==================== block 1
[src/rtl/player_ship.sv]
// player_ship: player ship movement, single player shot, lives and
// invulnerability, plus per-slot hit detection against the formation's
// enemy projectile buses. Runs on the clk_4 game-logic domain.
module player_ship #(
  parameter int SHIP_Y        = 450,
  parameter int X_MIN         = 100,
  parameter int X_MAX         = 540,
  parameter int X_START       = 320,
  parameter int MOVE_DIV      = 4,
  parameter int SHOT_SPEED    = 4,
  parameter int HIT_HALF_W    = 10,
  parameter int LIVES         = 3,
  parameter int INVULN_CYCLES = 65535
) (
  input  logic        clk_4,
  input  logic        clr,
  input  logic        play,
  input  logic        btn_left,
  input  logic        btn_right,
  input  logic        btn_fire,
  input  logic [45:0] enemy_projectiles_x,
  input  logic [44:0] enemy_projectiles_y,
  input  logic        collision,
  output logic [9:0]  projectiles_x,
  output logic [9:0]  projectiles_y,
  output logic [9:0]  player_x,
  output logic [4:0]  destroy,
  output logic [1:0]  lives,
  output logic        hit,
  output logic        game_over
);

  localparam int DIV_W = (MOVE_DIV > 1) ? $clog2(MOVE_DIV) : 1;

  localparam logic [10:0]      Y_LO        = 11'(SHIP_Y - 10);
  localparam logic [10:0]      Y_HI        = 11'(SHIP_Y + 10);
  localparam logic [10:0]      HALF_W      = 11'(HIT_HALF_W);
  localparam logic [9:0]       X_LO        = 10'(X_MIN);
  localparam logic [9:0]       X_HI        = 10'(X_MAX);
  localparam logic [9:0]       X_INIT      = 10'(X_START);
  localparam logic [9:0]       SHOT_Y0     = 10'(SHIP_Y - 10);
  localparam logic [9:0]       SHOT_STEP   = 10'(SHOT_SPEED);
  localparam logic [1:0]       LIVES_INIT  = 2'(LIVES);
  localparam logic [15:0]      INVULN_LOAD = 16'(INVULN_CYCLES);
  localparam logic [DIV_W-1:0] DIV_LAST    = DIV_W'(MOVE_DIV - 1);

  logic [10:0]      slot_x [5];
  logic [10:0]      slot_y [5];
  logic [10:0]      px_ext;
  logic [4:0]       overlap;
  logic [15:0]      invuln_cnt;
  logic [DIV_W-1:0] move_div;
  logic             fire_q;
  logic             fire_rise;

  assign px_ext    = {1'b0, player_x};
  assign fire_rise = btn_fire & ~fire_q;

  // Unpack the enemy slot buses and test each active slot against the ship hitbox.
  // NOTE: every signal driven here is assigned on every pass, so no latch is inferred.
  always_comb begin
    for (int k = 0; k < 4; k++) begin
      slot_x[k] = {2'b00, enemy_projectiles_x[9*k +: 9]};
    end
    slot_x[4] = {1'b0, enemy_projectiles_x[45:36]};
    for (int k = 0; k < 5; k++) begin
      slot_y[k]  = {2'b00, enemy_projectiles_y[9*k +: 9]};
      overlap[k] = (slot_y[k] != '0) &&
                   (slot_y[k] >= Y_LO) && (slot_y[k] <= Y_HI) &&
                   (slot_x[k] + HALF_W > px_ext) &&
                   (slot_x[k] < px_ext + HALF_W);
    end
  end

  // All game state: movement, shot, destroy/hit, lives and invulnerability.
  // NOTE: non-blocking assignments so every register samples pre-edge values.
  always_ff @(posedge clk_4 or posedge clr) begin
    if (clr) begin
      player_x      <= X_INIT;
      lives         <= LIVES_INIT;
      projectiles_x <= '0;
      projectiles_y <= '0;
      destroy       <= '0;
      hit           <= 1'b0;
      game_over     <= 1'b0;
      invuln_cnt    <= '0;
      move_div      <= '0;
      fire_q        <= 1'b0;
    end else if (!play) begin
      player_x      <= X_INIT;
      lives         <= LIVES_INIT;
      projectiles_x <= '0;
      projectiles_y <= '0;
      destroy       <= '0;
      hit           <= 1'b0;
      game_over     <= 1'b0;
      invuln_cnt    <= '0;
      move_div      <= '0;
      fire_q        <= 1'b0;
    end else if (game_over) begin
      // Frozen until play drops: no shot, no kills, buttons ignored.
      projectiles_x <= '0;
      projectiles_y <= '0;
      destroy       <= '0;
      hit           <= 1'b0;
      fire_q        <= btn_fire;
    end else begin
      // Ship steps one pixel each time the divider wraps.
      if (move_div == DIV_LAST) begin
        move_div <= '0;
        if (btn_left && !btn_right && (player_x > X_LO)) begin
          player_x <= player_x - 10'd1;
        end else if (btn_right && !btn_left && (player_x < X_HI)) begin
          player_x <= player_x + 10'd1;
        end
      end else begin
        move_div <= move_div + DIV_W'(1);
      end

      // Single shot: load only when idle, so a fire edge in flight is dropped.
      fire_q <= btn_fire;
      if (fire_rise && (projectiles_y == '0)) begin
        projectiles_x <= player_x;
        projectiles_y <= SHOT_Y0;
      end else if (projectiles_y != '0) begin
        if (collision || (projectiles_y <= SHOT_STEP)) begin
          projectiles_y <= '0;
        end else begin
          projectiles_y <= projectiles_y - SHOT_STEP;
        end
      end

      // Projectiles are absorbed even while invulnerable; only RUN costs a life.
      destroy <= overlap;
      hit     <= 1'b0;
      if ((invuln_cnt == '0) && (overlap != '0)) begin
        lives      <= lives - 2'd1;
        hit        <= 1'b1;
        invuln_cnt <= INVULN_LOAD;
        if (lives == 2'd1) begin
          game_over <= 1'b1;
        end
      end else if (invuln_cnt != '0) begin
        invuln_cnt <= invuln_cnt - 16'd1;
      end
    end
  end

endmodule

[config.mk]
export PLATFORM = sky130hd
export DESIGN_NAME = player_ship
export DESIGN_NICKNAME = d
export VERILOG_FILES = /design/src/rtl/player_ship.sv
export SDC_FILE = /design/constraint.sdc
export NUM_CORES = 1
export LEC_CHECK = 0
export CAP_MARGIN = 20
export CORE_UTILIZATION = 35
export CTS_CLUSTER_DIAMETER = 30
export CTS_CLUSTER_SIZE = 10
export DETAILED_ROUTE_END_ITERATION = 16
export PLACE_DENSITY = 0.67
export SLEW_MARGIN = 20
export SYNTH_ARGS = -nofsm -noshare
export SYNTH_HDL_FRONTEND = slang
export SYNTH_SLANG_ARGS = --single-unit
[constraint.sdc]
create_clock -name clk_4 -period 3.4 [get_ports clk_4]
set_input_delay 0.34 -clock clk_4 [delete_from_list [all_inputs] [get_ports clk_4]]
set_output_delay 0.34 -clock clk_4 [all_outputs]
set_load 0.02 [all_outputs]
==> PnR_summary.wiki <==
== Metrics ==
{| class="wikitable"
! Metric !! Value
|-
| Outcome || finished, violations left
|-
| Violations in the final reports || setup timing
|-
| Share of post-route cells with drive strength above 1 || 0.209
|-
| Highest cell delay on the worst timing path || 0.38 ns
|-
| Nets || 1,154
|-
| Area fraction in and, or, nand and nor cells after synthesis || 0.195
|-
| Complex Gates by Area || 0.217
|-
| Final antenna-violating net count || 0
|-
| Multiplexer fraction of the synthesized cell area || 0.0102
|-
| Total number of H-tree levels || 2
|-
| Maximum VDD drop || between 200 and 250 uV
|-
| Worst setup startpoint || player_x[1]
|-
| Worst setup margin || -0.0310 ns
|-
| Vias/cell || 5.32
|-
| Clock distribution area overhead in the final layout || 0.0169
|-
| Dpl hpwl || 14.6 mm
|-
| Start-to-end type of the worst setup path || flop to flop
|-
| Static leakage || 4.06 nW
|-
| First-iteration detailed-routing DRC count || roughly 380
|-
| Number of endpoints failing setup at the final stage || 2
|-
| Number of hold-repair buffers added at the cts stage || 0
|-
| Netlist area before placement || 6100 um^2
|-
| DRC Markers || 0
|-
| Log Warnings || 37
|-
| Total stage count of the critical path || 18
|-
| Power share of the clock group || 0.160
|-
| Transition at the pin with the smallest max-transition slack || 0.732 ns
|-
| Overall overflow remaining after global route || 0
|-
| CP Cell Sequence || buf_6, a21oi_4, nor2_2, nand4_1, xnor2_2, buf_4, ha_4, a211oi_2, o21ai_1, o221a_2, a211oi_2, buf_4, nor4_4, buf_4, buf_6, nor4_4, buf_4, mux2i_1
|-
| Share of the synthesized area in the top cell type || 0.230
|-
| Register cell area after layout || around 1400 um^2
|-
| Switching share of total power || 0.419
|-
| Power of the clock network || ~0.54 mW
|-
| Non-Filler Cell Area, Final || 9010 um^2
|-
| Worst setup EP type || flop
|-
| Most used standard cells in the synthesized netlist || sky130_fd_sc_hd__ha_1, sky130_fd_sc_hd__nor2_1, sky130_fd_sc_hd__a21oi_1
|}
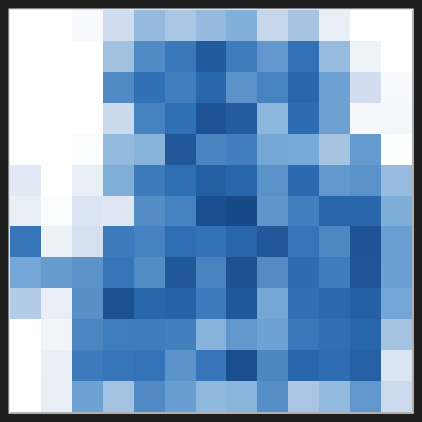
(block_1/cell_density.png)
Scale: 3 px per um. The die is cut into 13 by 13 equal tiles; white is low, dark blue is high, 0 to 100% covered.
densest ninth of the die: middle
fullest tile: 90%
tiles over 75% full: 19%
nearly empty tiles: 13%
emptiest ninth of the die: top left
mean over tiles: 49%

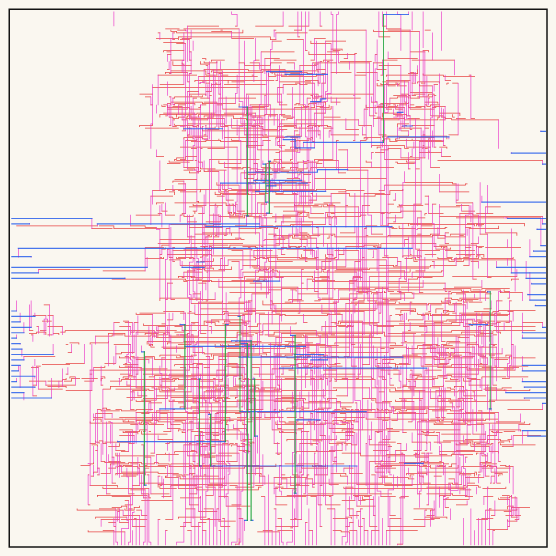
(block_1/wires.png)
Scale: 4 px per um.
[metal 2] magenta | wire length: 8,590 um
[metal 3] blue | wire length: 934 um
[metal 1] red | wire length: 8,800 um
[metal 4] green | wire length: 396 um


==================== block 2
### src/rtl/motor_ramp_ctrl_if.sv
// Signal bundle between the operator/PWM side (master) and motor_ramp_ctrl (slave).
// The master drives duty/direction requests and the raw overcurrent flags.
interface motor_ramp_ctrl_if #(
    parameter int DUTY_W = 7
);
    logic [DUTY_W-1:0] target_duty;
    logic              dir_req;
    logic              oc_set;
    logic              oc_reset;
    logic [DUTY_W-1:0] duty;
    logic              dir;
    logic              motor_en;
    logic              fault;
    logic [1:0]        state;
    logic [3:0]        fault_cnt;

    modport master (
        output target_duty, dir_req, oc_set, oc_reset,
        input  duty, dir, motor_en, fault, state, fault_cnt
    );

    modport slave (
        input  target_duty, dir_req, oc_set, oc_reset,
        output duty, dir, motor_en, fault, state, fault_cnt
    );
endinterface

### src/rtl/motor_ramp_ctrl.sv
// Rate-limited duty sequencer: reversal through zero, overcurrent fault with cooldown.
// Define MOTOR_SOFTSTART_EN for one-LSB-per-tick ramping; otherwise duty jumps to target on a tick.
module motor_ramp_ctrl #(
    parameter int DUTY_W   = 7,
    parameter int STEP_DIV = 1000000,
    parameter int COOLDOWN = 50000000
) (
    input  logic             CLK_100MHz,
    input  logic             RST,
    motor_ramp_ctrl_if.slave bus
);
    typedef enum logic [1:0] {
        IDLE    = 2'd0,
        RAMP    = 2'd1,
        REVERSE = 2'd2,
        FAULT   = 2'd3
    } state_e;

    localparam int PRE_W  = (STEP_DIV > 1) ? $clog2(STEP_DIV) : 1;
    localparam int COOL_W = (COOLDOWN > 1) ? $clog2(COOLDOWN + 1) : 1;
    localparam logic [PRE_W-1:0]  PRE_LAST  = PRE_W'(STEP_DIV - 1);
    localparam logic [COOL_W-1:0] COOL_LOAD = COOL_W'(COOLDOWN);
    localparam logic [COOL_W-1:0] COOL_ONE  = COOL_W'(1);
    localparam logic [DUTY_W-1:0] DUTY_ONE  = DUTY_W'(1);
    localparam logic [3:0]        CNT_MAX   = 4'hF;

    logic              ocs_meta, ocs, ocr_meta, ocr;
    logic [PRE_W-1:0]  pre_q;
    logic              tick;
    logic              target_nz;

    state_e            state_q, state_d;
    logic [DUTY_W-1:0] duty_q, duty_d;
    logic              dir_q, dir_d;
    logic              motor_en_q, motor_en_d;
    logic              fault_q, fault_d;
    logic [3:0]        fault_cnt_q, fault_cnt_d;
    logic [COOL_W-1:0] cool_q, cool_d;

    logic [DUTY_W-1:0] ramp_duty;      // duty after a RAMP tick with no reversal pending
    logic [DUTY_W-1:0] rev_entry_duty; // duty on the tick that enters REVERSE
    logic [DUTY_W-1:0] rev_exit_duty;  // duty on the tick that leaves REVERSE

    // NOTE: flops use non-blocking assignments so every register samples pre-edge values.
    always_ff @(posedge CLK_100MHz or posedge RST) begin
        if (RST) begin
            ocs_meta <= 1'b0;
            ocs      <= 1'b0;
            ocr_meta <= 1'b0;
            ocr      <= 1'b0;
        end else begin
            ocs_meta <= bus.oc_set;
            ocs      <= ocs_meta;
            ocr_meta <= bus.oc_reset;
            ocr      <= ocr_meta;
        end
    end

    assign tick = (pre_q == PRE_LAST);

    always_ff @(posedge CLK_100MHz or posedge RST) begin
        if (RST)       pre_q <= '0;
        else if (tick) pre_q <= '0;
        else           pre_q <= pre_q + PRE_W'(1);
    end

    assign target_nz = |bus.target_duty;

`ifdef MOTOR_SOFTSTART_EN
    assign ramp_duty = (duty_q < bus.target_duty) ? duty_q + DUTY_ONE :
                       (duty_q > bus.target_duty) ? duty_q - DUTY_ONE : duty_q;
    assign rev_entry_duty = duty_q;
    assign rev_exit_duty  = '0;
`else
    assign ramp_duty      = bus.target_duty;
    assign rev_entry_duty = '0;
    assign rev_exit_duty  = bus.target_duty;
`endif

    always_ff @(posedge CLK_100MHz or posedge RST) begin
        if (RST) begin
            state_q     <= IDLE;
            duty_q      <= '0;
            dir_q       <= 1'b0;
            motor_en_q  <= 1'b0;
            fault_q     <= 1'b0;
            fault_cnt_q <= '0;
            cool_q      <= '0;
        end else begin
            state_q     <= state_d;
            duty_q      <= duty_d;
            dir_q       <= dir_d;
            motor_en_q  <= motor_en_d;
            fault_q     <= fault_d;
            fault_cnt_q <= fault_cnt_d;
            cool_q      <= cool_d;
        end
    end

    // NOTE: default assignment first so no path through the case leaves state_d unassigned (no latch).
    always_comb begin
        state_d = state_q;
        if (ocs) begin
            state_d = FAULT;
        end else begin
            case (state_q)
                IDLE: begin
                    if (target_nz) state_d = RAMP;
                end
                RAMP: begin
                    if (tick) begin
                        if (bus.dir_req != dir_q)          state_d = REVERSE;
                        else if (duty_q == '0 && !target_nz) state_d = IDLE;
                    end
                end
                REVERSE: begin
                    // Without soft-start duty is already zero here, so the exit tick comes next.
                    if (tick && duty_q == '0) state_d = target_nz ? RAMP : IDLE;
                end
                FAULT: begin
                    if (ocr && cool_q <= COOL_ONE) state_d = IDLE;
                end
                default: state_d = IDLE;
            endcase
        end
    end

    always_comb begin
        duty_d      = duty_q;
        dir_d       = dir_q;
        cool_d      = cool_q;
        fault_cnt_d = fault_cnt_q;
        if (ocs) begin
            duty_d = '0;
            cool_d = COOL_LOAD;
            if (state_q != FAULT && fault_cnt_q != CNT_MAX) fault_cnt_d = fault_cnt_q + 4'd1;
        end else begin
            case (state_q)
                IDLE: begin
                    duty_d = '0;
                    if (target_nz) dir_d = bus.dir_req;
                end
                RAMP: begin
                    if (tick) duty_d = (bus.dir_req != dir_q) ? rev_entry_duty : ramp_duty;
                end
                REVERSE: begin
                    if (tick) begin
                        if (duty_q != '0) begin
                            duty_d = duty_q - DUTY_ONE;
                        end else begin
                            dir_d  = ~dir_q;
                            duty_d = rev_exit_duty;
                        end
                    end
                end
                FAULT: begin
                    duty_d = '0;
                    if (!ocr)               cool_d = COOL_LOAD;
                    else if (cool_q != '0)  cool_d = cool_q - COOL_ONE;
                end
                default: duty_d = '0;
            endcase
        end
        motor_en_d = (state_d == RAMP) || (state_d == REVERSE);
        fault_d    = (state_d == FAULT);
    end

    assign bus.duty      = duty_q;
    assign bus.dir       = dir_q;
    assign bus.motor_en  = motor_en_q;
    assign bus.fault     = fault_q;
    assign bus.state     = state_q;
    assign bus.fault_cnt = fault_cnt_q;
endmodule

### src/flat_wrapper.sv
// flat-port wrapper written by rule: the top's interface ports become plain ports
module motor_ramp_ctrl_flat 
#(
    parameter int DUTY_W   = 7,
    parameter int STEP_DIV = 1000000,
    parameter int COOLDOWN = 50000000
)
  (CLK_100MHz, RST, bus_target_duty, bus_dir_req, bus_oc_set, bus_oc_reset, bus_duty, bus_dir, bus_motor_en, bus_fault, bus_state, bus_fault_cnt);
  motor_ramp_ctrl_if #(.DUTY_W(DUTY_W)) bus_i ();
  input  logic CLK_100MHz;
  input  logic RST;
  input wire logic [$bits(bus_i.target_duty)-1:0] bus_target_duty;
  input wire logic [$bits(bus_i.dir_req)-1:0] bus_dir_req;
  input wire logic [$bits(bus_i.oc_set)-1:0] bus_oc_set;
  input wire logic [$bits(bus_i.oc_reset)-1:0] bus_oc_reset;
  output wire logic [$bits(bus_i.duty)-1:0] bus_duty;
  output wire logic [$bits(bus_i.dir)-1:0] bus_dir;
  output wire logic [$bits(bus_i.motor_en)-1:0] bus_motor_en;
  output wire logic [$bits(bus_i.fault)-1:0] bus_fault;
  output wire logic [$bits(bus_i.state)-1:0] bus_state;
  output wire logic [$bits(bus_i.fault_cnt)-1:0] bus_fault_cnt;
  assign bus_i.target_duty = bus_target_duty;
  assign bus_i.dir_req = bus_dir_req;
  assign bus_i.oc_set = bus_oc_set;
  assign bus_i.oc_reset = bus_oc_reset;
  assign bus_duty = bus_i.duty;
  assign bus_dir = bus_i.dir;
  assign bus_motor_en = bus_i.motor_en;
  assign bus_fault = bus_i.fault;
  assign bus_state = bus_i.state;
  assign bus_fault_cnt = bus_i.fault_cnt;
  motor_ramp_ctrl #(.DUTY_W(DUTY_W), .STEP_DIV(STEP_DIV), .COOLDOWN(COOLDOWN)) u_core (.CLK_100MHz(CLK_100MHz), .RST(RST), .bus(bus_i));
endmodule
### config.mk
export PLATFORM = sky130hd
export DESIGN_NAME = motor_ramp_ctrl_flat
export DESIGN_NICKNAME = d
export VERILOG_FILES = /design/src/rtl/motor_ramp_ctrl_if.sv /design/src/rtl/motor_ramp_ctrl.sv /design/src/flat_wrapper.sv
export SDC_FILE = /design/constraint.sdc
export NUM_CORES = 1
export LEC_CHECK = 0
export ABC_AREA = 1
export CORE_UTILIZATION = 30
export CTS_BUF_LIST = sky130_fd_sc_hd__clkbuf_8
export DETAILED_ROUTE_END_ITERATION = 7
export PLACE_DENSITY_LB_ADDON = 0.05
export SETUP_SLACK_MARGIN = 0.02
export SLEW_MARGIN = 0
export SYNTH_ARGS = -nofsm -noshare
export SYNTH_HDL_FRONTEND = slang
export SYNTH_SLANG_ARGS = --single-unit
### constraint.sdc
create_clock -name CLK_100MHz -period 5.1 [get_ports CLK_100MHz]
set_input_delay 1.02 -clock CLK_100MHz [delete_from_list [all_inputs] [get_ports CLK_100MHz]]
set_output_delay 1.02 -clock CLK_100MHz [all_outputs]
set_load 0.1 [all_outputs]
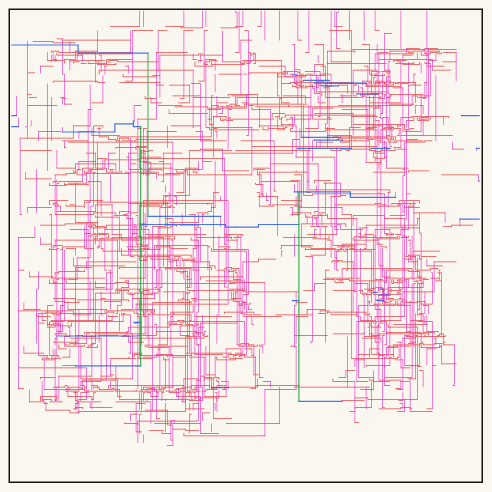
(block_2/wires.png)
Scale: 4 px per um.
[metal 4] green | wire length: 156 um
[metal 3] blue | wire length: 283 um
[metal 2] magenta | wire length: 4,850 um
[metal 1] red | wire length: 4,890 um
wire length per cell: 13.8 um
WL final: 10.2 mm
detailed-route via count: 3,518
GRT Util Overall: 0.157

==> PnR_summary.wiki <==
== Metrics ==
{| class="wikitable"
! Metric !! Value
|-
| Outcome || complete, no violations
|-
| Achievable clock frequency || about 0.33 GHz
|-
| Largest fanout of any net on the critical path || 6
|-
| Non-clock buffer share of cell area || 0.0591
|-
| Overall chip area || around 14,000 um^2
|-
| Post-CTS Setup Repair Bufs || 0
|-
| Switching share of total power || 0.242
|-
| Quantity of gates resized following cts || 0
|-
| Multiplexer fraction of the synthesized cell area || 0
|-
| Floorplan row count || 41
|-
| Met3 Usage GRT || 0.0349
|-
| Startpoint of the most critical hold path || u_core.ocs_meta
|-
| Non-Clock Buffer Count || 28
|-
| Max Cap Viol || 0
|-
| Worst setup margin || ~2.1 ns
|-
| Top Layout Cells || sky130_fd_sc_hd__nand2_1, sky130_fd_sc_hd__nor2_1, sky130_fd_sc_hd__dfrtp_1
|-
| Power share of the clock group || 0.457
|-
| Clock tree root buffer cell || sky130_fd_sc_hd__clkbuf_8
|-
| Post-synthesis to final-layout area growth || 16.7%
|-
| Non-filler cells in the finished layout || about 740
|-
| Netlist area before placement || 4030 um^2
|-
| Min-delay worst type || flop to flop
|-
| Power of the clock network || 0.526 mW
|-
| Number of fillers in the final layout || 1,366
|-
| Met2 track demand over resource || 0.263
|-
| Overall overflow remaining after global route || 0
|-
| Layout Skew || 0.0125 ns
|-
| Post-placement setup slack || 2.34 ns
|-
| Proportion of synthesized chip area in sequential cells || 0.410
|-
| Dpl hpwl || 7.46 mm
|-
| Area fraction in and, or, nand and nor cells after synthesis || 0.350
|-
| Total number of H-tree levels || 3
|-
| Routed metal-1 wire length || approximately 4.9 mm
|-
| Number of buffers created by CTS || 9
|-
| Worst hold path depth || 0
|-
| Number of hold-repair buffers added at the cts stage || 0
|-
| Share of the synthesized area in the top cell type || 0.410
|-
| Yosys warning count || 0
|-
| Internal power of the cells || 0.873 mW
|-
| Critical path startpoint category || flop
|-
| Group drawing the most power || registers
|-
| Placed insts || 724
|-
| Shortest period the worst path allows || roughly 3 ns
|-
| Diodes inserted || 0
|-
| CP Data Arrival Time || 2.01 ns
|-
| Highest cell delay on the worst timing path || 1.18 ns
|-
| Met1 routing resource usage after global routing || 0.196
|-
| Count of buffers from port buffering || 27
|-
| Final cycle utilization of the critical path || 0.594
|-
| Share of post-route cells with drive strength above 1 || 0.0933
|-
| Family with the most delay on the worst path || buffers and inverters
|-
| Share of total power in combinational logic || 0.073
|-
| Share of async-settable or async-resettable flops after synthesis || 1.00
|-
| Pwr dens || 245 nW/um^2
|-
| Vias/cell || 4.75
|-
| Register share of the cell area || 0.351
|-
| Core area || around 13,000 um^2
|-
| Cell depth of the worst flop-to-flop path || 12
|-
| Clock distribution area overhead in the final layout || 0.0506
|-
| First-iteration detailed-routing DRC count || 231
|-
| Mean cell area of the mapped netlist || 7.59 um^2
|-
| Most used standard cells in the synthesized netlist || sky130_fd_sc_hd__nand2_1, sky130_fd_sc_hd__nor2_1, sky130_fd_sc_hd__dfrtp_1
|-
| Height of the chip || 118 um
|-
| EDFF count, synth || 0
|-
| Fraction of power consumed by sequential logic || 0.470
|-
| Setup repair after global routing missed its margin || no
|-
| Width of the chip || ~120 um
|-
| Number of sinks handled by clock tree synthesis || 66
|-
| Synth Area in XOR/XNOR || 0.0609
|}

==================== block 3
==> block_3/clocks.png <==
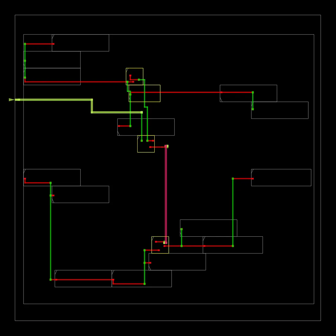
==> block_3/cell_density.png <==
Scale: 8 px per um. The die is cut into 10 by 10 equal tiles; white is low, dark blue is high, 0 to 100% covered.
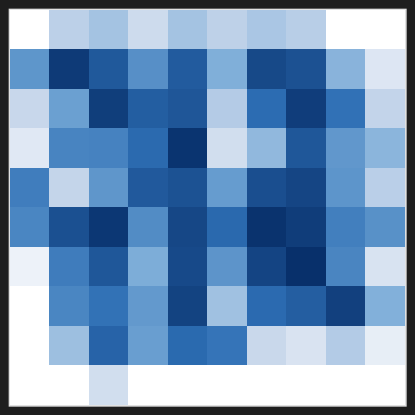
File: src/rtl/sc_sidecomparator_pkg.sv
// Shared types and constants for the side comparator: last-side state encoding and compare modes.
package sc_sidecomparator_pkg;

    typedef enum logic [1:0] {
        SIDE_NONE  = 2'b00,
        SIDE_LEFT  = 2'b01,
        SIDE_RIGHT = 2'b10
    } side_e;

    localparam logic MODE_EXACT   = 1'b0;
    localparam logic MODE_EDGEBIT = 1'b1;

endpackage

File: src/rtl/sc_sidequalifier.sv
// Per-side persistence qualifier: a raw hit must hold for HOLDCYCLES enabled clocks
// before the level rises; the pulse marks the qualifying edge only.
module sc_sidequalifier #(
    parameter int unsigned HOLDCYCLES = 2
) (
    input  logic i_clk,
    input  logic i_rst_n,
    input  logic i_enable,
    input  logic i_clear,
    input  logic i_raw,
    output logic o_level,
    output logic o_pulse,
    output logic o_qualify
);

    localparam int unsigned CW = $clog2(HOLDCYCLES + 1);

    logic [CW-1:0] r_cnt;
    logic          r_level;
    logic          r_pulse;
    logic          w_qualify;

    // High in the cycle whose edge brings the counter to HOLDCYCLES; lets the
    // parent update last-side state on the same edge the pulse rises.
    assign w_qualify = i_enable && !i_clear && i_raw && (r_cnt == CW'(HOLDCYCLES - 1));

    always_ff @(posedge i_clk or negedge i_rst_n) begin
        if (!i_rst_n) begin
            r_cnt   <= '0;
            r_level <= 1'b0;
            r_pulse <= 1'b0;
        end else if (i_clear) begin
            r_cnt   <= '0;
            r_level <= 1'b0;
            r_pulse <= 1'b0;
        end else if (i_enable) begin
            if (i_raw) begin
                if (r_cnt != CW'(HOLDCYCLES)) begin
                    r_cnt <= r_cnt + 1'b1;
                end
                if (w_qualify) begin
                    r_level <= 1'b1;
                end
                r_pulse <= w_qualify;
            end else begin
                r_cnt   <= '0;
                r_level <= 1'b0;
                r_pulse <= 1'b0;
            end
        end else begin
            r_pulse <= 1'b0;
        end
    end

    assign o_level   = r_level;
    assign o_pulse   = r_pulse;
    assign o_qualify = w_qualify;

endmodule

File: src/rtl/sc_sidecomparator_dual.sv
// Boundary detector for the shifting-bit bus: qualifies left (MSB) / right (LSB) hits,
// tracks the last side hit and counts left/right bounces.
module sc_sidecomparator_dual
    import sc_sidecomparator_pkg::*;
#(
    parameter int unsigned DATAWIDTH  = 8,
    parameter int unsigned HOLDCYCLES = 2,
    parameter int unsigned COUNTWIDTH = 4
) (
    input  logic                  SC_SIDECOMPARATOR_CLOCK_50,
    input  logic                  SC_SIDECOMPARATOR_RESET_InLow,
    input  logic                  SC_SIDECOMPARATOR_enable_InHigh,
    input  logic                  SC_SIDECOMPARATOR_clear_InHigh,
    input  logic                  SC_SIDECOMPARATOR_mode_InHigh,
    input  logic [DATAWIDTH-1:0]  SC_SIDECOMPARATOR_data_InBUS,
    output logic                  SC_SIDECOMPARATOR_left_OutHigh,
    output logic                  SC_SIDECOMPARATOR_right_OutHigh,
    output logic                  SC_SIDECOMPARATOR_leftPulse_OutHigh,
    output logic                  SC_SIDECOMPARATOR_rightPulse_OutHigh,
    output logic [1:0]            SC_SIDECOMPARATOR_lastSide_OutBUS,
    output logic [COUNTWIDTH-1:0] SC_SIDECOMPARATOR_bounceCount_OutBUS
);

    localparam logic [DATAWIDTH-1:0] LEFT_ONEHOT  = {1'b1, {(DATAWIDTH-1){1'b0}}};
    localparam logic [DATAWIDTH-1:0] RIGHT_ONEHOT = {{(DATAWIDTH-1){1'b0}}, 1'b1};

    logic                  w_leftHit;
    logic                  w_rightHit;
    logic                  w_rawLeft;
    logic                  w_rawRight;
    logic                  w_qualLeft;
    logic                  w_qualRight;
    logic                  w_bounceInc;
    side_e                 r_state;
    side_e                 w_stateNext;
    logic [COUNTWIDTH-1:0] r_bounce;

    always_comb begin
        if (SC_SIDECOMPARATOR_mode_InHigh == MODE_EDGEBIT) begin
            w_leftHit  = SC_SIDECOMPARATOR_data_InBUS[DATAWIDTH-1];
            w_rightHit = SC_SIDECOMPARATOR_data_InBUS[0];
        end else begin
            w_leftHit  = (SC_SIDECOMPARATOR_data_InBUS == LEFT_ONEHOT);
            w_rightHit = (SC_SIDECOMPARATOR_data_InBUS == RIGHT_ONEHOT);
        end
    end

    // Simultaneous hits are ambiguous, so neither side is reported.
    assign w_rawLeft  = w_leftHit && !w_rightHit;
    assign w_rawRight = w_rightHit && !w_leftHit;

    sc_sidequalifier #(.HOLDCYCLES(HOLDCYCLES)) u_qual_left (
        .i_clk     (SC_SIDECOMPARATOR_CLOCK_50),
        .i_rst_n   (SC_SIDECOMPARATOR_RESET_InLow),
        .i_enable  (SC_SIDECOMPARATOR_enable_InHigh),
        .i_clear   (SC_SIDECOMPARATOR_clear_InHigh),
        .i_raw     (w_rawLeft),
        .o_level   (SC_SIDECOMPARATOR_left_OutHigh),
        .o_pulse   (SC_SIDECOMPARATOR_leftPulse_OutHigh),
        .o_qualify (w_qualLeft)
    );

    sc_sidequalifier #(.HOLDCYCLES(HOLDCYCLES)) u_qual_right (
        .i_clk     (SC_SIDECOMPARATOR_CLOCK_50),
        .i_rst_n   (SC_SIDECOMPARATOR_RESET_InLow),
        .i_enable  (SC_SIDECOMPARATOR_enable_InHigh),
        .i_clear   (SC_SIDECOMPARATOR_clear_InHigh),
        .i_raw     (w_rawRight),
        .o_level   (SC_SIDECOMPARATOR_right_OutHigh),
        .o_pulse   (SC_SIDECOMPARATOR_rightPulse_OutHigh),
        .o_qualify (w_qualRight)
    );

    always_comb begin
        w_stateNext = r_state;
        w_bounceInc = 1'b0;
        if (w_qualLeft) begin
            w_bounceInc = (r_state == SIDE_RIGHT);
            w_stateNext = SIDE_LEFT;
        end else if (w_qualRight) begin
            w_bounceInc = (r_state == SIDE_LEFT);
            w_stateNext = SIDE_RIGHT;
        end
    end

    always_ff @(posedge SC_SIDECOMPARATOR_CLOCK_50 or negedge SC_SIDECOMPARATOR_RESET_InLow) begin
        if (!SC_SIDECOMPARATOR_RESET_InLow) begin
            r_state  <= SIDE_NONE;
            r_bounce <= '0;
        end else if (SC_SIDECOMPARATOR_clear_InHigh) begin
            r_state  <= SIDE_NONE;
            r_bounce <= '0;
        end else begin
            r_state <= w_stateNext;
            if (w_bounceInc && (r_bounce != '1)) begin
                r_bounce <= r_bounce + 1'b1;
            end
        end
    end

    assign SC_SIDECOMPARATOR_lastSide_OutBUS    = r_state;
    assign SC_SIDECOMPARATOR_bounceCount_OutBUS = r_bounce;

endmodule

File: config.mk
export PLATFORM = sky130hd
export DESIGN_NAME = sc_sidecomparator_dual
export DESIGN_NICKNAME = d
export VERILOG_FILES = /design/src/rtl/sc_sidecomparator_pkg.sv /design/src/rtl/sc_sidequalifier.sv /design/src/rtl/sc_sidecomparator_dual.sv
export SDC_FILE = /design/constraint.sdc
export NUM_CORES = 1
export LEC_CHECK = 0
export CORE_UTILIZATION = 38
export CTS_CLUSTER_SIZE = 10
export DETAILED_ROUTE_END_ITERATION = 16
export PLACE_DENSITY = 0.68
export SYNTH_ARGS = -nofsm -noshare
export SYNTH_HDL_FRONTEND = slang
export SYNTH_SLANG_ARGS = --single-unit
File: constraint.sdc
create_clock -name SC_SIDECOMPARATOR_CLOCK_50 -period 1.8 [get_ports SC_SIDECOMPARATOR_CLOCK_50]
set_clock_uncertainty 0.15 [all_clocks]
set_input_delay 0.36 -clock SC_SIDECOMPARATOR_CLOCK_50 [delete_from_list [all_inputs] [get_ports SC_SIDECOMPARATOR_CLOCK_50]]
set_output_delay 0.36 -clock SC_SIDECOMPARATOR_CLOCK_50 [all_outputs]
set_load 0.05 [all_outputs]
==> PnR_summary.wiki <==
== Metrics ==
{| class="wikitable"
! Metric !! Value
|-
| Number of fillers in the final layout || 182
|-
| Critical path startpoint category || flop
|-
| Proportion of synthesized chip area in sequential cells || 0.411
|-
| Outcome || finished, violations left
|-
| Clock Tree Buf Depth || 2
|-
| Worst setup margin || -0.0709 ns
|-
| Synth Area in XOR/XNOR || 0
|-
| Number of flip-flops in the largest register || 4
|-
| Most congested layer reported by global routing || met2
|-
| Number of endpoints failing setup at the final stage || 4
|-
| Yosys cell count || 85
|-
| Sw power || roughly 0.15 mW
|-
| Terminus of the critical flop-to-flop path || SC_SIDECOMPARATOR_bounceCount_OutBUS[3]
|-
| Final RePlAce weighted congestion || 0.767
|-
| Log Warnings || 31
|-
| Final cycle utilization of the critical path || 1.04
|-
| Violations in the final reports || setup timing
|-
| Number of sinks handled by clock tree synthesis || 14
|}
About block_3/clocks.png:
number of buffers created by CTS: 3
number of clock buffers in the layout: 4

About block_3/cell_density.png:
nearly empty tiles: 14%
mean over tiles: 52%
fullest tile: 100%


==================== block 4
==> block_4/flops_by_reg.png <==
Scale: 3 px per um. Other sequential cells in the stronger gray, the rest of the logic in the fainter gray.
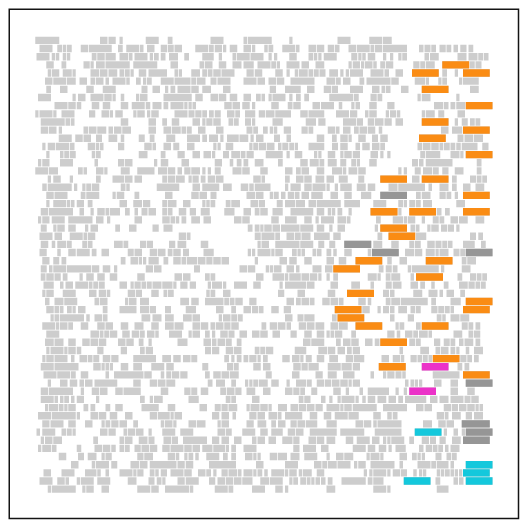
<file path="src/rtl/alu_seq_if.sv">
// Request/response bundle between the decode stage (master) and the sequential ALU (slave).
// A transfer on either side happens on a rising clk edge where valid and ready are both high.
interface alu_seq_if #(
    parameter int WIDTH = 32
);
    logic             in_valid;
    logic             in_ready;
    logic [WIDTH-1:0] a;
    logic [WIDTH-1:0] b;
    logic             mode;
    logic [2:0]       operation;
    logic             cin;
    logic             out_valid;
    logic             out_ready;
    logic [WIDTH-1:0] result;
    logic             carry_flag;
    logic             zero_flag;
    logic             sign_flag;
    logic             overflow_flag;

    modport master (
        output in_valid, a, b, mode, operation, cin, out_ready,
        input  in_ready, out_valid, result, carry_flag, zero_flag, sign_flag, overflow_flag
    );

    modport slave (
        input  in_valid, a, b, mode, operation, cin, out_ready,
        output in_ready, out_valid, result, carry_flag, zero_flag, sign_flag, overflow_flag
    );
endinterface

</file>
<file path="src/rtl/alu_seq.sv">
// Registered ALU: single-cycle arithmetic/logic ops, iterative shifts of up to SHIFT_STEP bits
// per cycle, result and C/Z/S/V flags held in DONE until the consumer takes them.
module alu_seq #(
    parameter int WIDTH      = 32,
    parameter int SHIFT_STEP = 1,
    parameter int SHW        = $clog2(WIDTH)
) (
    input  logic       clk,
    input  logic       rst_n,
    alu_seq_if.slave   bus,
    output logic [1:0] o_dbg_state
);

    typedef enum logic [1:0] {
        S_IDLE  = 2'd0,
        S_SHIFT = 2'd1,
        S_DONE  = 2'd2
    } state_t;

    localparam logic [SHW:0]   STEP  = (SHW + 1)'(SHIFT_STEP);
    localparam logic [WIDTH:0] ONE_X = {{WIDTH{1'b0}}, 1'b1};
    localparam logic [WIDTH-1:0] LSB = {{(WIDTH - 1){1'b0}}, 1'b1};
    localparam logic [WIDTH-1:0] MSB = {1'b1, {(WIDTH - 1){1'b0}}};

    state_t           r_state;
    logic             r_in_ready;
    logic             r_out_valid;
    logic [WIDTH-1:0] r_res;
    logic             r_c;
    logic             r_z;
    logic             r_s;
    logic             r_v;
    logic [SHW-1:0]   r_rem;
    logic [1:0]       r_sop;

    logic [WIDTH:0]   w_sum;
    logic [WIDTH-1:0] w_res;
    logic             w_bsign;
    logic             w_arith;
    logic             w_c;
    logic             w_v;
    logic             w_is_shift;

    logic [SHW:0]     w_k;
    logic [SHW-1:0]   w_rem_next;
    logic             w_rc;
    logic             w_lc;
    logic [WIDTH-1:0] w_shres;
    logic             w_shc;

    // Single-cycle datapath; w_bsign is the sign of the effective addend B'.
    always_comb begin
        w_sum   = '0;
        w_res   = '0;
        w_bsign = 1'b0;
        w_arith = 1'b0;
        if (!bus.mode) begin
            case (bus.operation)
                3'b000: begin
                    w_sum   = {1'b0, bus.a} + {1'b0, bus.b} + {{WIDTH{1'b0}}, bus.cin};
                    w_bsign = bus.b[WIDTH-1];
                    w_arith = 1'b1;
                end
                3'b010: w_res = bus.b;
                3'b011: begin
                    w_sum   = {1'b0, bus.a} + {1'b0, ~bus.b} + ONE_X;
                    w_bsign = ~bus.b[WIDTH-1];
                    w_arith = 1'b1;
                end
                3'b100: begin
                    w_sum   = {1'b0, bus.a} + ONE_X;
                    w_arith = 1'b1;
                end
                default: w_res = '0;
            endcase
            if (w_arith) begin
                w_res = w_sum[WIDTH-1:0];
            end
        end else begin
            case (bus.operation)
                3'b000:  w_res = bus.a & bus.b;
                3'b001:  w_res = bus.a | bus.b;
                3'b010:  w_res = bus.a ^ bus.b;
                3'b011:  w_res = ~bus.a;
                default: w_res = bus.a;
            endcase
        end
    end

    assign w_c        = w_arith & w_sum[WIDTH];
    assign w_v        = w_arith & (bus.a[WIDTH-1] == w_bsign) & (w_res[WIDTH-1] != bus.a[WIDTH-1]);
    assign w_is_shift = bus.mode & bus.operation[2] & ~(bus.operation[1] & bus.operation[0]);

    // Each SHIFT cycle moves min(SHIFT_STEP, remaining) bits; carry is the last bit to leave.
    assign w_k        = ({1'b0, r_rem} < STEP) ? {1'b0, r_rem} : STEP;
    assign w_rem_next = r_rem - w_k[SHW-1:0];
    assign w_rc       = |(r_res & (LSB << (w_k - 1'b1)));
    assign w_lc       = |(r_res & (MSB >> (w_k - 1'b1)));

    always_comb begin
        w_shres = r_res;
        w_shc   = 1'b0;
        case (r_sop)
            2'd0: begin
                w_shres = r_res >> w_k;
                w_shc   = w_rc;
            end
            2'd1: begin
                w_shres = r_res << w_k;
                w_shc   = w_lc;
            end
            2'd2: begin
                w_shres = $unsigned($signed(r_res) >>> w_k);
                w_shc   = w_rc;
            end
            default: begin
                w_shres = r_res;
                w_shc   = 1'b0;
            end
        endcase
    end

    always_ff @(posedge clk or negedge rst_n) begin
        if (!rst_n) begin
            r_state     <= S_IDLE;
            r_in_ready  <= 1'b1;
            r_out_valid <= 1'b0;
            r_res       <= '0;
            r_c         <= 1'b0;
            r_z         <= 1'b0;
            r_s         <= 1'b0;
            r_v         <= 1'b0;
            r_rem       <= '0;
            r_sop       <= 2'd0;
        end else begin
            case (r_state)
                S_IDLE: begin
                    if (bus.in_valid) begin
                        r_in_ready <= 1'b0;
                        if (w_is_shift) begin
                            r_res   <= bus.a;
                            r_rem   <= bus.b[SHW-1:0];
                            r_sop   <= bus.operation[1:0];
                            r_c     <= 1'b0;
                            r_v     <= 1'b0;
                            r_state <= S_SHIFT;
                        end else begin
                            r_res       <= w_res;
                            r_c         <= w_c;
                            r_v         <= w_v;
                            r_z         <= (w_res == '0);
                            r_s         <= w_res[WIDTH-1];
                            r_out_valid <= 1'b1;
                            r_state     <= S_DONE;
                        end
                    end
                end
                S_SHIFT: begin
                    r_res <= w_shres;
                    r_rem <= w_rem_next;
                    if (w_k != '0) begin
                        r_c <= w_shc;
                    end
                    if (w_rem_next == '0) begin
                        r_z         <= (w_shres == '0);
                        r_s         <= w_shres[WIDTH-1];
                        r_out_valid <= 1'b1;
                        r_state     <= S_DONE;
                    end
                end
                S_DONE: begin
                    if (bus.out_ready) begin
                        r_out_valid <= 1'b0;
                        r_in_ready  <= 1'b1;
                        r_state     <= S_IDLE;
                    end
                end
                default: begin
                    r_out_valid <= 1'b0;
                    r_in_ready  <= 1'b1;
                    r_state     <= S_IDLE;
                end
            endcase
        end
    end

    assign bus.in_ready      = r_in_ready;
    assign bus.out_valid     = r_out_valid;
    assign bus.result        = r_res;
    assign bus.carry_flag    = r_c;
    assign bus.zero_flag     = r_z;
    assign bus.sign_flag     = r_s;
    assign bus.overflow_flag = r_v;
    assign o_dbg_state       = r_state;

endmodule

</file>
<file path="src/flat_wrapper.sv">
// flat-port wrapper written by rule: the top's interface ports become plain ports
module alu_seq_flat 
#(
    parameter int WIDTH      = 32,
    parameter int SHIFT_STEP = 1,
    parameter int SHW        = $clog2(WIDTH)
)
  (clk, rst_n, o_dbg_state, bus_in_valid, bus_a, bus_b, bus_mode, bus_operation, bus_cin, bus_out_ready, bus_in_ready, bus_out_valid, bus_result, bus_carry_flag, bus_zero_flag, bus_sign_flag, bus_overflow_flag);
  alu_seq_if #(.WIDTH(WIDTH)) bus_i ();
  input  logic clk;
  input  logic rst_n;
  output logic [1:0] o_dbg_state;
  input wire logic [$bits(bus_i.in_valid)-1:0] bus_in_valid;
  input wire logic [$bits(bus_i.a)-1:0] bus_a;
  input wire logic [$bits(bus_i.b)-1:0] bus_b;
  input wire logic [$bits(bus_i.mode)-1:0] bus_mode;
  input wire logic [$bits(bus_i.operation)-1:0] bus_operation;
  input wire logic [$bits(bus_i.cin)-1:0] bus_cin;
  input wire logic [$bits(bus_i.out_ready)-1:0] bus_out_ready;
  output wire logic [$bits(bus_i.in_ready)-1:0] bus_in_ready;
  output wire logic [$bits(bus_i.out_valid)-1:0] bus_out_valid;
  output wire logic [$bits(bus_i.result)-1:0] bus_result;
  output wire logic [$bits(bus_i.carry_flag)-1:0] bus_carry_flag;
  output wire logic [$bits(bus_i.zero_flag)-1:0] bus_zero_flag;
  output wire logic [$bits(bus_i.sign_flag)-1:0] bus_sign_flag;
  output wire logic [$bits(bus_i.overflow_flag)-1:0] bus_overflow_flag;
  assign bus_i.in_valid = bus_in_valid;
  assign bus_i.a = bus_a;
  assign bus_i.b = bus_b;
  assign bus_i.mode = bus_mode;
  assign bus_i.operation = bus_operation;
  assign bus_i.cin = bus_cin;
  assign bus_i.out_ready = bus_out_ready;
  assign bus_in_ready = bus_i.in_ready;
  assign bus_out_valid = bus_i.out_valid;
  assign bus_result = bus_i.result;
  assign bus_carry_flag = bus_i.carry_flag;
  assign bus_zero_flag = bus_i.zero_flag;
  assign bus_sign_flag = bus_i.sign_flag;
  assign bus_overflow_flag = bus_i.overflow_flag;
  alu_seq #(.WIDTH(WIDTH), .SHIFT_STEP(SHIFT_STEP), .SHW(SHW)) u_core (.clk(clk), .rst_n(rst_n), .bus(bus_i), .o_dbg_state(o_dbg_state));
endmodule
</file>
<file path="config.mk">
export PLATFORM = sky130hd
export DESIGN_NAME = alu_seq_flat
export DESIGN_NICKNAME = d
export VERILOG_FILES = /design/src/rtl/alu_seq_if.sv /design/src/rtl/alu_seq.sv /design/src/flat_wrapper.sv
export SDC_FILE = /design/constraint.sdc
export NUM_CORES = 1
export LEC_CHECK = 0
export ABC_AREA = 0
export CELL_PAD_IN_SITES_DETAIL_PLACEMENT = 0
export CELL_PAD_IN_SITES_GLOBAL_PLACEMENT = 1
export CORE_MARGIN = 8
export CORE_UTILIZATION = 45
export CTS_CLUSTER_SIZE = 24
export DETAILED_ROUTE_END_ITERATION = 7
export DONT_BUFFER_PORTS = 1
export PLACE_DENSITY_LB_ADDON = 0.1
export REMOVE_ABC_BUFFERS = 1
export SETUP_SLACK_MARGIN = 0.15
export SYNTH_ARGS = -nofsm -noshare
export SYNTH_HDL_FRONTEND = slang
export SYNTH_SLANG_ARGS = --single-unit
</file>
<file path="constraint.sdc">
create_clock -name clk -period 4.7 [get_ports clk]
set_clock_uncertainty 0.2 [all_clocks]
set_input_delay 1.41 -clock clk [delete_from_list [all_inputs] [get_ports clk]]
set_output_delay 1.41 -clock clk [all_outputs]
set_load 0.01 [all_outputs]
</file>
==> PnR_summary.wiki <==
== Metrics ==
{| class="wikitable"
! Metric !! Value
|-
| Outcome || finished, violations left
|-
| Violations in the final reports || setup timing
|-
| First-pass GRT wire length || roughly 70 mm
|-
| Iteration count of the initial detailed-routing pass || 5
|-
| Mean cell area of the mapped netlist || a little over 7 um^2
|-
| Total stage count of the critical path || 16
|-
| Shortest period the worst path allows || between 5 and 6 ns
|-
| Non-filler cells in the finished layout || 2,091
|-
| Met3 wire length || 3.52 mm
|-
| Worst setup startpoint || bus_b[10]
|-
| Start of the worst register-to-register path || u_core.r_rem[2]
|-
| Highest metal layer used by the detailed router || met4
|-
| Registers || 47
|-
| Overall overflow remaining after global route || 0
|-
| Vias/cell || 6.11
|-
| Multiplexer fraction of the synthesized cell area || 0.0784
|-
| Met2 track demand over resource || 0.521
|-
| Non-Filler Cell Area, Final || between 10,000 and 15,000 um^2
|-
| Cell depth of the worst flop-to-flop path || 14
|-
| Worst setup margin || -0.460 ns
|-
| Final antenna-violating net count || 0
|-
| Number of clock buffers in the layout || 7
|-
| Transition at the pin with the smallest max-transition slack || 1.04 ns
|-
| Max Cap Viol || 0
|-
| Clock tree from TritonCTS || built
|-
| Family with the most delay on the worst path || AND-OR/OR-AND gates
|-
| Critical path endpoint || u_core.bus.zero_flag
|-
| Internal power of the cells || 1.94 mW
|-
| Top cell class by occupied area || logic gates
|-
| Proportion of synthesized chip area in sequential cells || 0.111
|-
| Yosys cell count || 1,477
|-
| Worst hold path depth || 1
|-
| Detailed-route via count || 12.8k
|-
| Area of the synthesized netlist per yosys stat || approximately 11,000 um^2
|-
| Adder and majority cell fraction of the synthesized area || 0.130
|-
| Total number of H-tree levels || 2
|-
| Number of flip-flops in the largest register || 32
|-
| Number of buffers created by CTS || 5
|-
| Cells after synthesis || 1,477
|-
| Power share of the clock group || 0.096
|-
| Static leakage || 6.19 nW
|-
| Non-Clock Buffer Count || 395
|-
| Share of total power in combinational logic || 0.643
|-
| Leading cell type in the layout, fill and taps excluded || sky130_fd_sc_hd__buf_4
|-
| Overall chip area || 28,600 um^2
|-
| Dominant combinational family || AND-OR/OR-AND gates
|-
| Post-CTS Setup Repair Bufs || 5
|-
| Area fraction in and, or, nand and nor cells after synthesis || 0.236
|-
| Dpl hpwl || 36.2 mm
|-
| Clock distribution area overhead in the final layout || 0.0105
|-
| CP Data Arrival Time || 5.17 ns
|-
| Number of endpoints failing setup at the final stage || 6
|-
| Nets || about 2.0k
|-
| Log Warnings || 98
|}
Notes on block_4/flops_by_reg.png above:
[u_core.bus.result] orange | sequential cells: 32
[u_core.r_rem] cyan | sequential cells: 5 | where: bottom right
[u_core.r_sop] magenta | sequential cells: 2
not colored: 8
register cell area after layout: 1180 um^2
register share of the cell area: 0.0838


==================== block 5
==> block_5/layer_met4.png <==
Scale: 3 px per um. Supply wires on this layer in gray.
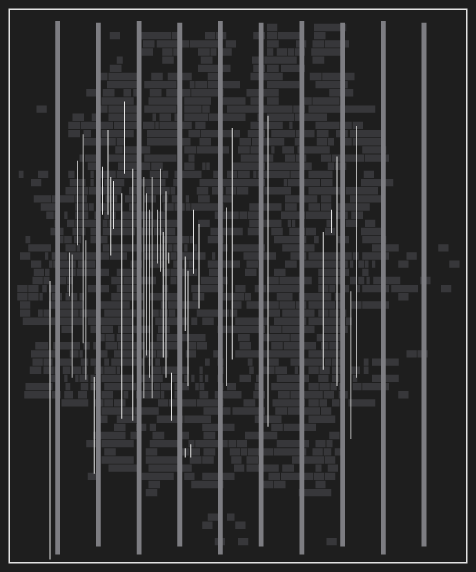
==> block_5/cell_density.png <==
Scale: 2 px per um. The die is cut into 15 by 18 equal tiles; white is low, dark blue is high, 0 to 100% covered.
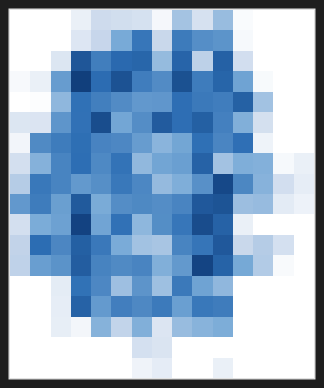
===== config.mk =====
export PLATFORM = sky130hd
export DESIGN_NAME = dp_ram_param
export DESIGN_NICKNAME = d
export VERILOG_FILES = /design/src/rtl/dp_ram_param.sv
export SDC_FILE = /design/constraint.sdc
export NUM_CORES = 1
export LEC_CHECK = 0
export CAP_MARGIN = 15
export CORE_AREA = 2 2 150 182
export DETAILED_ROUTE_END_ITERATION = 12
export DIE_AREA = 0 0 152 184
export GPL_TIMING_DRIVEN = 0
export SLEW_MARGIN = 10
export SYNTH_ARGS = -nofsm -noshare
export SYNTH_HDL_FRONTEND = slang
export SYNTH_SLANG_ARGS = --single-unit

===== constraint.sdc =====
create_clock -name clk -period 2.8 [get_ports clk]
set_input_delay 0.56 -clock clk [delete_from_list [all_inputs] [get_ports clk]]
set_output_delay 0.56 -clock clk [all_outputs]
set_load 0.01 [all_outputs]

===== src/rtl/dp_ram_param.sv =====
// dp_ram_param: true dual-port RAM with post-reset zero-fill, cross-port collision flag and optional output register
module dp_ram_param #(
   parameter int DATA_W    = 8,
   parameter int ADDR_W    = 4,
   parameter int READ_MODE = 0,
   parameter int OUT_REG   = 0
) (
   input  logic              clk,
   input  logic              rst_n,
   input  logic              ena,
   input  logic              wea,
   input  logic [ADDR_W-1:0] ada,
   input  logic [DATA_W-1:0] ina,
   output logic [DATA_W-1:0] outa,
   output logic              vala,
   input  logic              enb,
   input  logic              web,
   input  logic [ADDR_W-1:0] adb,
   input  logic [DATA_W-1:0] inb,
   output logic [DATA_W-1:0] outb,
   output logic              valb,
   output logic              busy,
   output logic              collision
);
   localparam int DEPTH = 2 ** ADDR_W;
   localparam logic [0:0] CLEAR = 1'b0;
   localparam logic [0:0] IDLE  = 1'b1;

   logic [DATA_W-1:0] mem [DEPTH];
   logic [0:0]        state_q, state_d;
   logic [ADDR_W-1:0] cnt_q, cnt_d;
   logic [DATA_W-1:0] da_q, da_d, db_q, db_d;
   logic              va_q, va_d, vb_q, vb_d, col_q, col_d;
   logic              idle, same, wr_a, wr_b, rd_a, rd_b;

   assign idle = state_q == IDLE;
   assign same = ada == adb;
   assign wr_a = idle && ena && wea;
   assign wr_b = idle && enb && web;
   assign rd_a = idle && ena && !wea;
   assign rd_b = idle && enb && !web;
   assign busy = !idle;

   // fill sequencing plus first read stage; a cross-port write is forwarded in write-first mode
   always_comb begin
      state_d = (!idle && cnt_q == ADDR_W'(DEPTH - 1)) ? IDLE : state_q;
      cnt_d   = idle ? cnt_q : cnt_q + ADDR_W'(1);
      da_d    = rd_a ? ((READ_MODE != 0 && wr_b && same) ? inb : mem[ada]) : da_q;
      db_d    = rd_b ? ((READ_MODE != 0 && wr_a && same) ? ina : mem[adb]) : db_q;
      va_d    = rd_a;
      vb_d    = rd_b;
      col_d   = idle && ena && enb && same && (wea || web);
   end

   // control and first output stage; reset drops any in-flight read
   always_ff @(posedge clk or negedge rst_n) begin
      if (!rst_n) begin
         state_q <= CLEAR;
         cnt_q   <= '0;
         da_q    <= '0;
         db_q    <= '0;
         va_q    <= 1'b0;
         vb_q    <= 1'b0;
         col_q   <= 1'b0;
      end else begin
         state_q <= state_d;
         cnt_q   <= cnt_d;
         da_q    <= da_d;
         db_q    <= db_d;
         va_q    <= va_d;
         vb_q    <= vb_d;
         col_q   <= col_d;
      end
   end

   // storage: zero-fill while clearing, otherwise port A wins a same-address write race
   always_ff @(posedge clk) begin
      if (!idle) begin
         mem[cnt_q] <= '0;
      end else begin
         if (wr_a) mem[ada] <= ina;
         if (wr_b && !(wr_a && same)) mem[adb] <= inb;
      end
   end

   if (OUT_REG != 0) begin : g_oreg
      logic [DATA_W-1:0] oa_q, ob_q;
      logic              ova_q, ovb_q, ocol_q;
      // extra output stage; the first stage already holds data between reads
      always_ff @(posedge clk or negedge rst_n) begin
         if (!rst_n) begin
            oa_q   <= '0;
            ob_q   <= '0;
            ova_q  <= 1'b0;
            ovb_q  <= 1'b0;
            ocol_q <= 1'b0;
         end else begin
            oa_q   <= da_q;
            ob_q   <= db_q;
            ova_q  <= va_q;
            ovb_q  <= vb_q;
            ocol_q <= col_q;
         end
      end
      assign outa      = oa_q;
      assign outb      = ob_q;
      assign vala      = ova_q;
      assign valb      = ovb_q;
      assign collision = ocol_q;
   end else begin : g_direct
      assign outa      = da_q;
      assign outb      = db_q;
      assign vala      = va_q;
      assign valb      = vb_q;
      assign collision = col_q;
   end
endmodule

==> PnR_summary.wiki <==
== Metrics ==
{| class="wikitable"
! Metric !! Value
|-
| Sw power || 1.37 mW
|-
| Total met2 wirelength after detailed routing || approximately 14 mm
|-
| Clock Tree Buf Depth || 2
|-
| Total buffers and inverters traversed by the critical path || 3
|-
| Post-placement cell area || 10000 um^2
|-
| Maximum VDD drop || 458 uV
|-
| Adder and majority cell fraction of the synthesized area || 0.00138
|-
| Cell type with the highest aggregate area in the netlist || sky130_fd_sc_hd__edfxtp_1
|-
| Yosys warning count || 0
|-
| Power of the clock network || 2.52 mW
|-
| First-iteration detailed-routing DRC count || around 600
|-
| Slowest library cell on the worst path || sky130_fd_sc_hd__clkdlybuf4s50_1
|-
| Fraction of area in multi-input gates || 0.410
|-
| EDFF count, synth || 128
|-
| Most frequent CP cell || sky130_fd_sc_hd__a31oi_1
|-
| Netlist area before placement || 9070 um^2
|-
| Mean cell area of the mapped netlist || 14.4 um^2
|-
| Met2 track demand over resource || 0.354
|-
| Outcome || complete, no violations
|-
| Clock distribution area overhead in the final layout || 0.0591
|-
| Register cell area after layout || 4440 um^2
|-
| Synth area leaders || sky130_fd_sc_hd__edfxtp_1, sky130_fd_sc_hd__mux2_2, sky130_fd_sc_hd__mux4_2
|}
## Picture notes: block_5/layer_met4.png
main direction: vertical
nets with wire on the layer: 32
share of all routed wire: 5.8%
longest straight run: 103 um
WL final: 28.5 mm
detailed-route via count: 6,293

## Picture notes: block_5/cell_density.png
tiles over 75% full: 11%
mean over tiles: 37%
fullest tile: 94%
nearly empty tiles: 28%
FP Util: 0.347
fin util: 0.411



==> notes/layouts.md <==
Pictures saved along the way, in no particular order.

Sequential cells colored by netlist name.
panel A
Scale: 10 px per um. Other sequential cells in the stronger gray, the rest of the logic in the fainter gray.
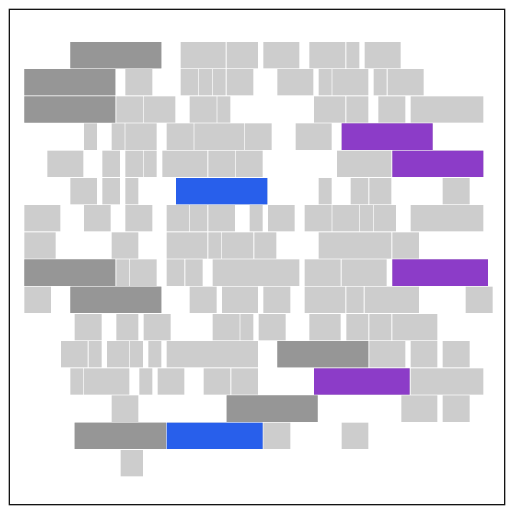
panel B
Scale: 4 px per um. Other sequential cells in the stronger gray, the rest of the logic in the fainter gray.
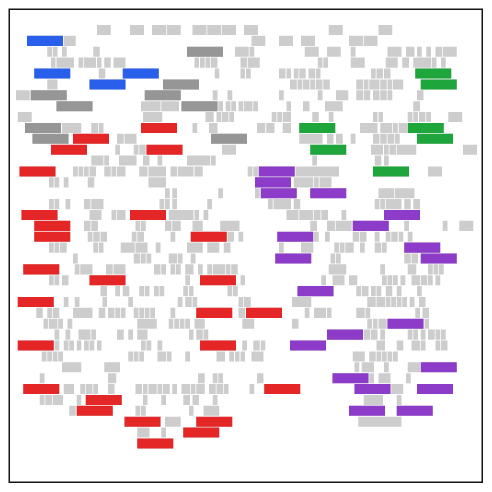
panel C
Scale: 2 px per um. Other sequential cells in the stronger gray, the rest of the logic in the fainter gray.
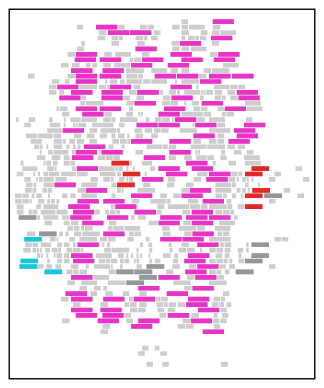
panel D
Scale: 4 px per um. Other sequential cells in the stronger gray, the rest of the logic in the fainter gray.
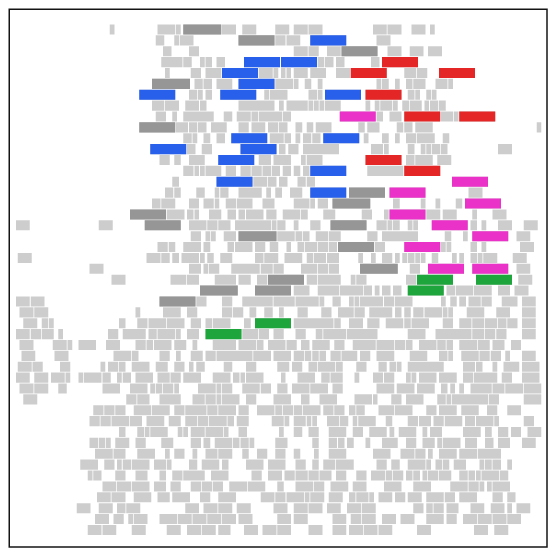
block 5 -> panel C
block 1 -> panel D
block 3 -> panel A
block 2 -> panel B
The one with the fewest sequential cells is panel A.
The one with the fewest cells is panel A.

Key to panel A:
[SC_SIDECOMPARATOR_bounceCount_OutBUS] purple | sequential cells: 4
[SC_SIDECOMPARATOR_lastSide_OutBUS] blue | sequential cells: 2
not colored: 8

No activity file was given, so power comes from the tool's default toggle rates.
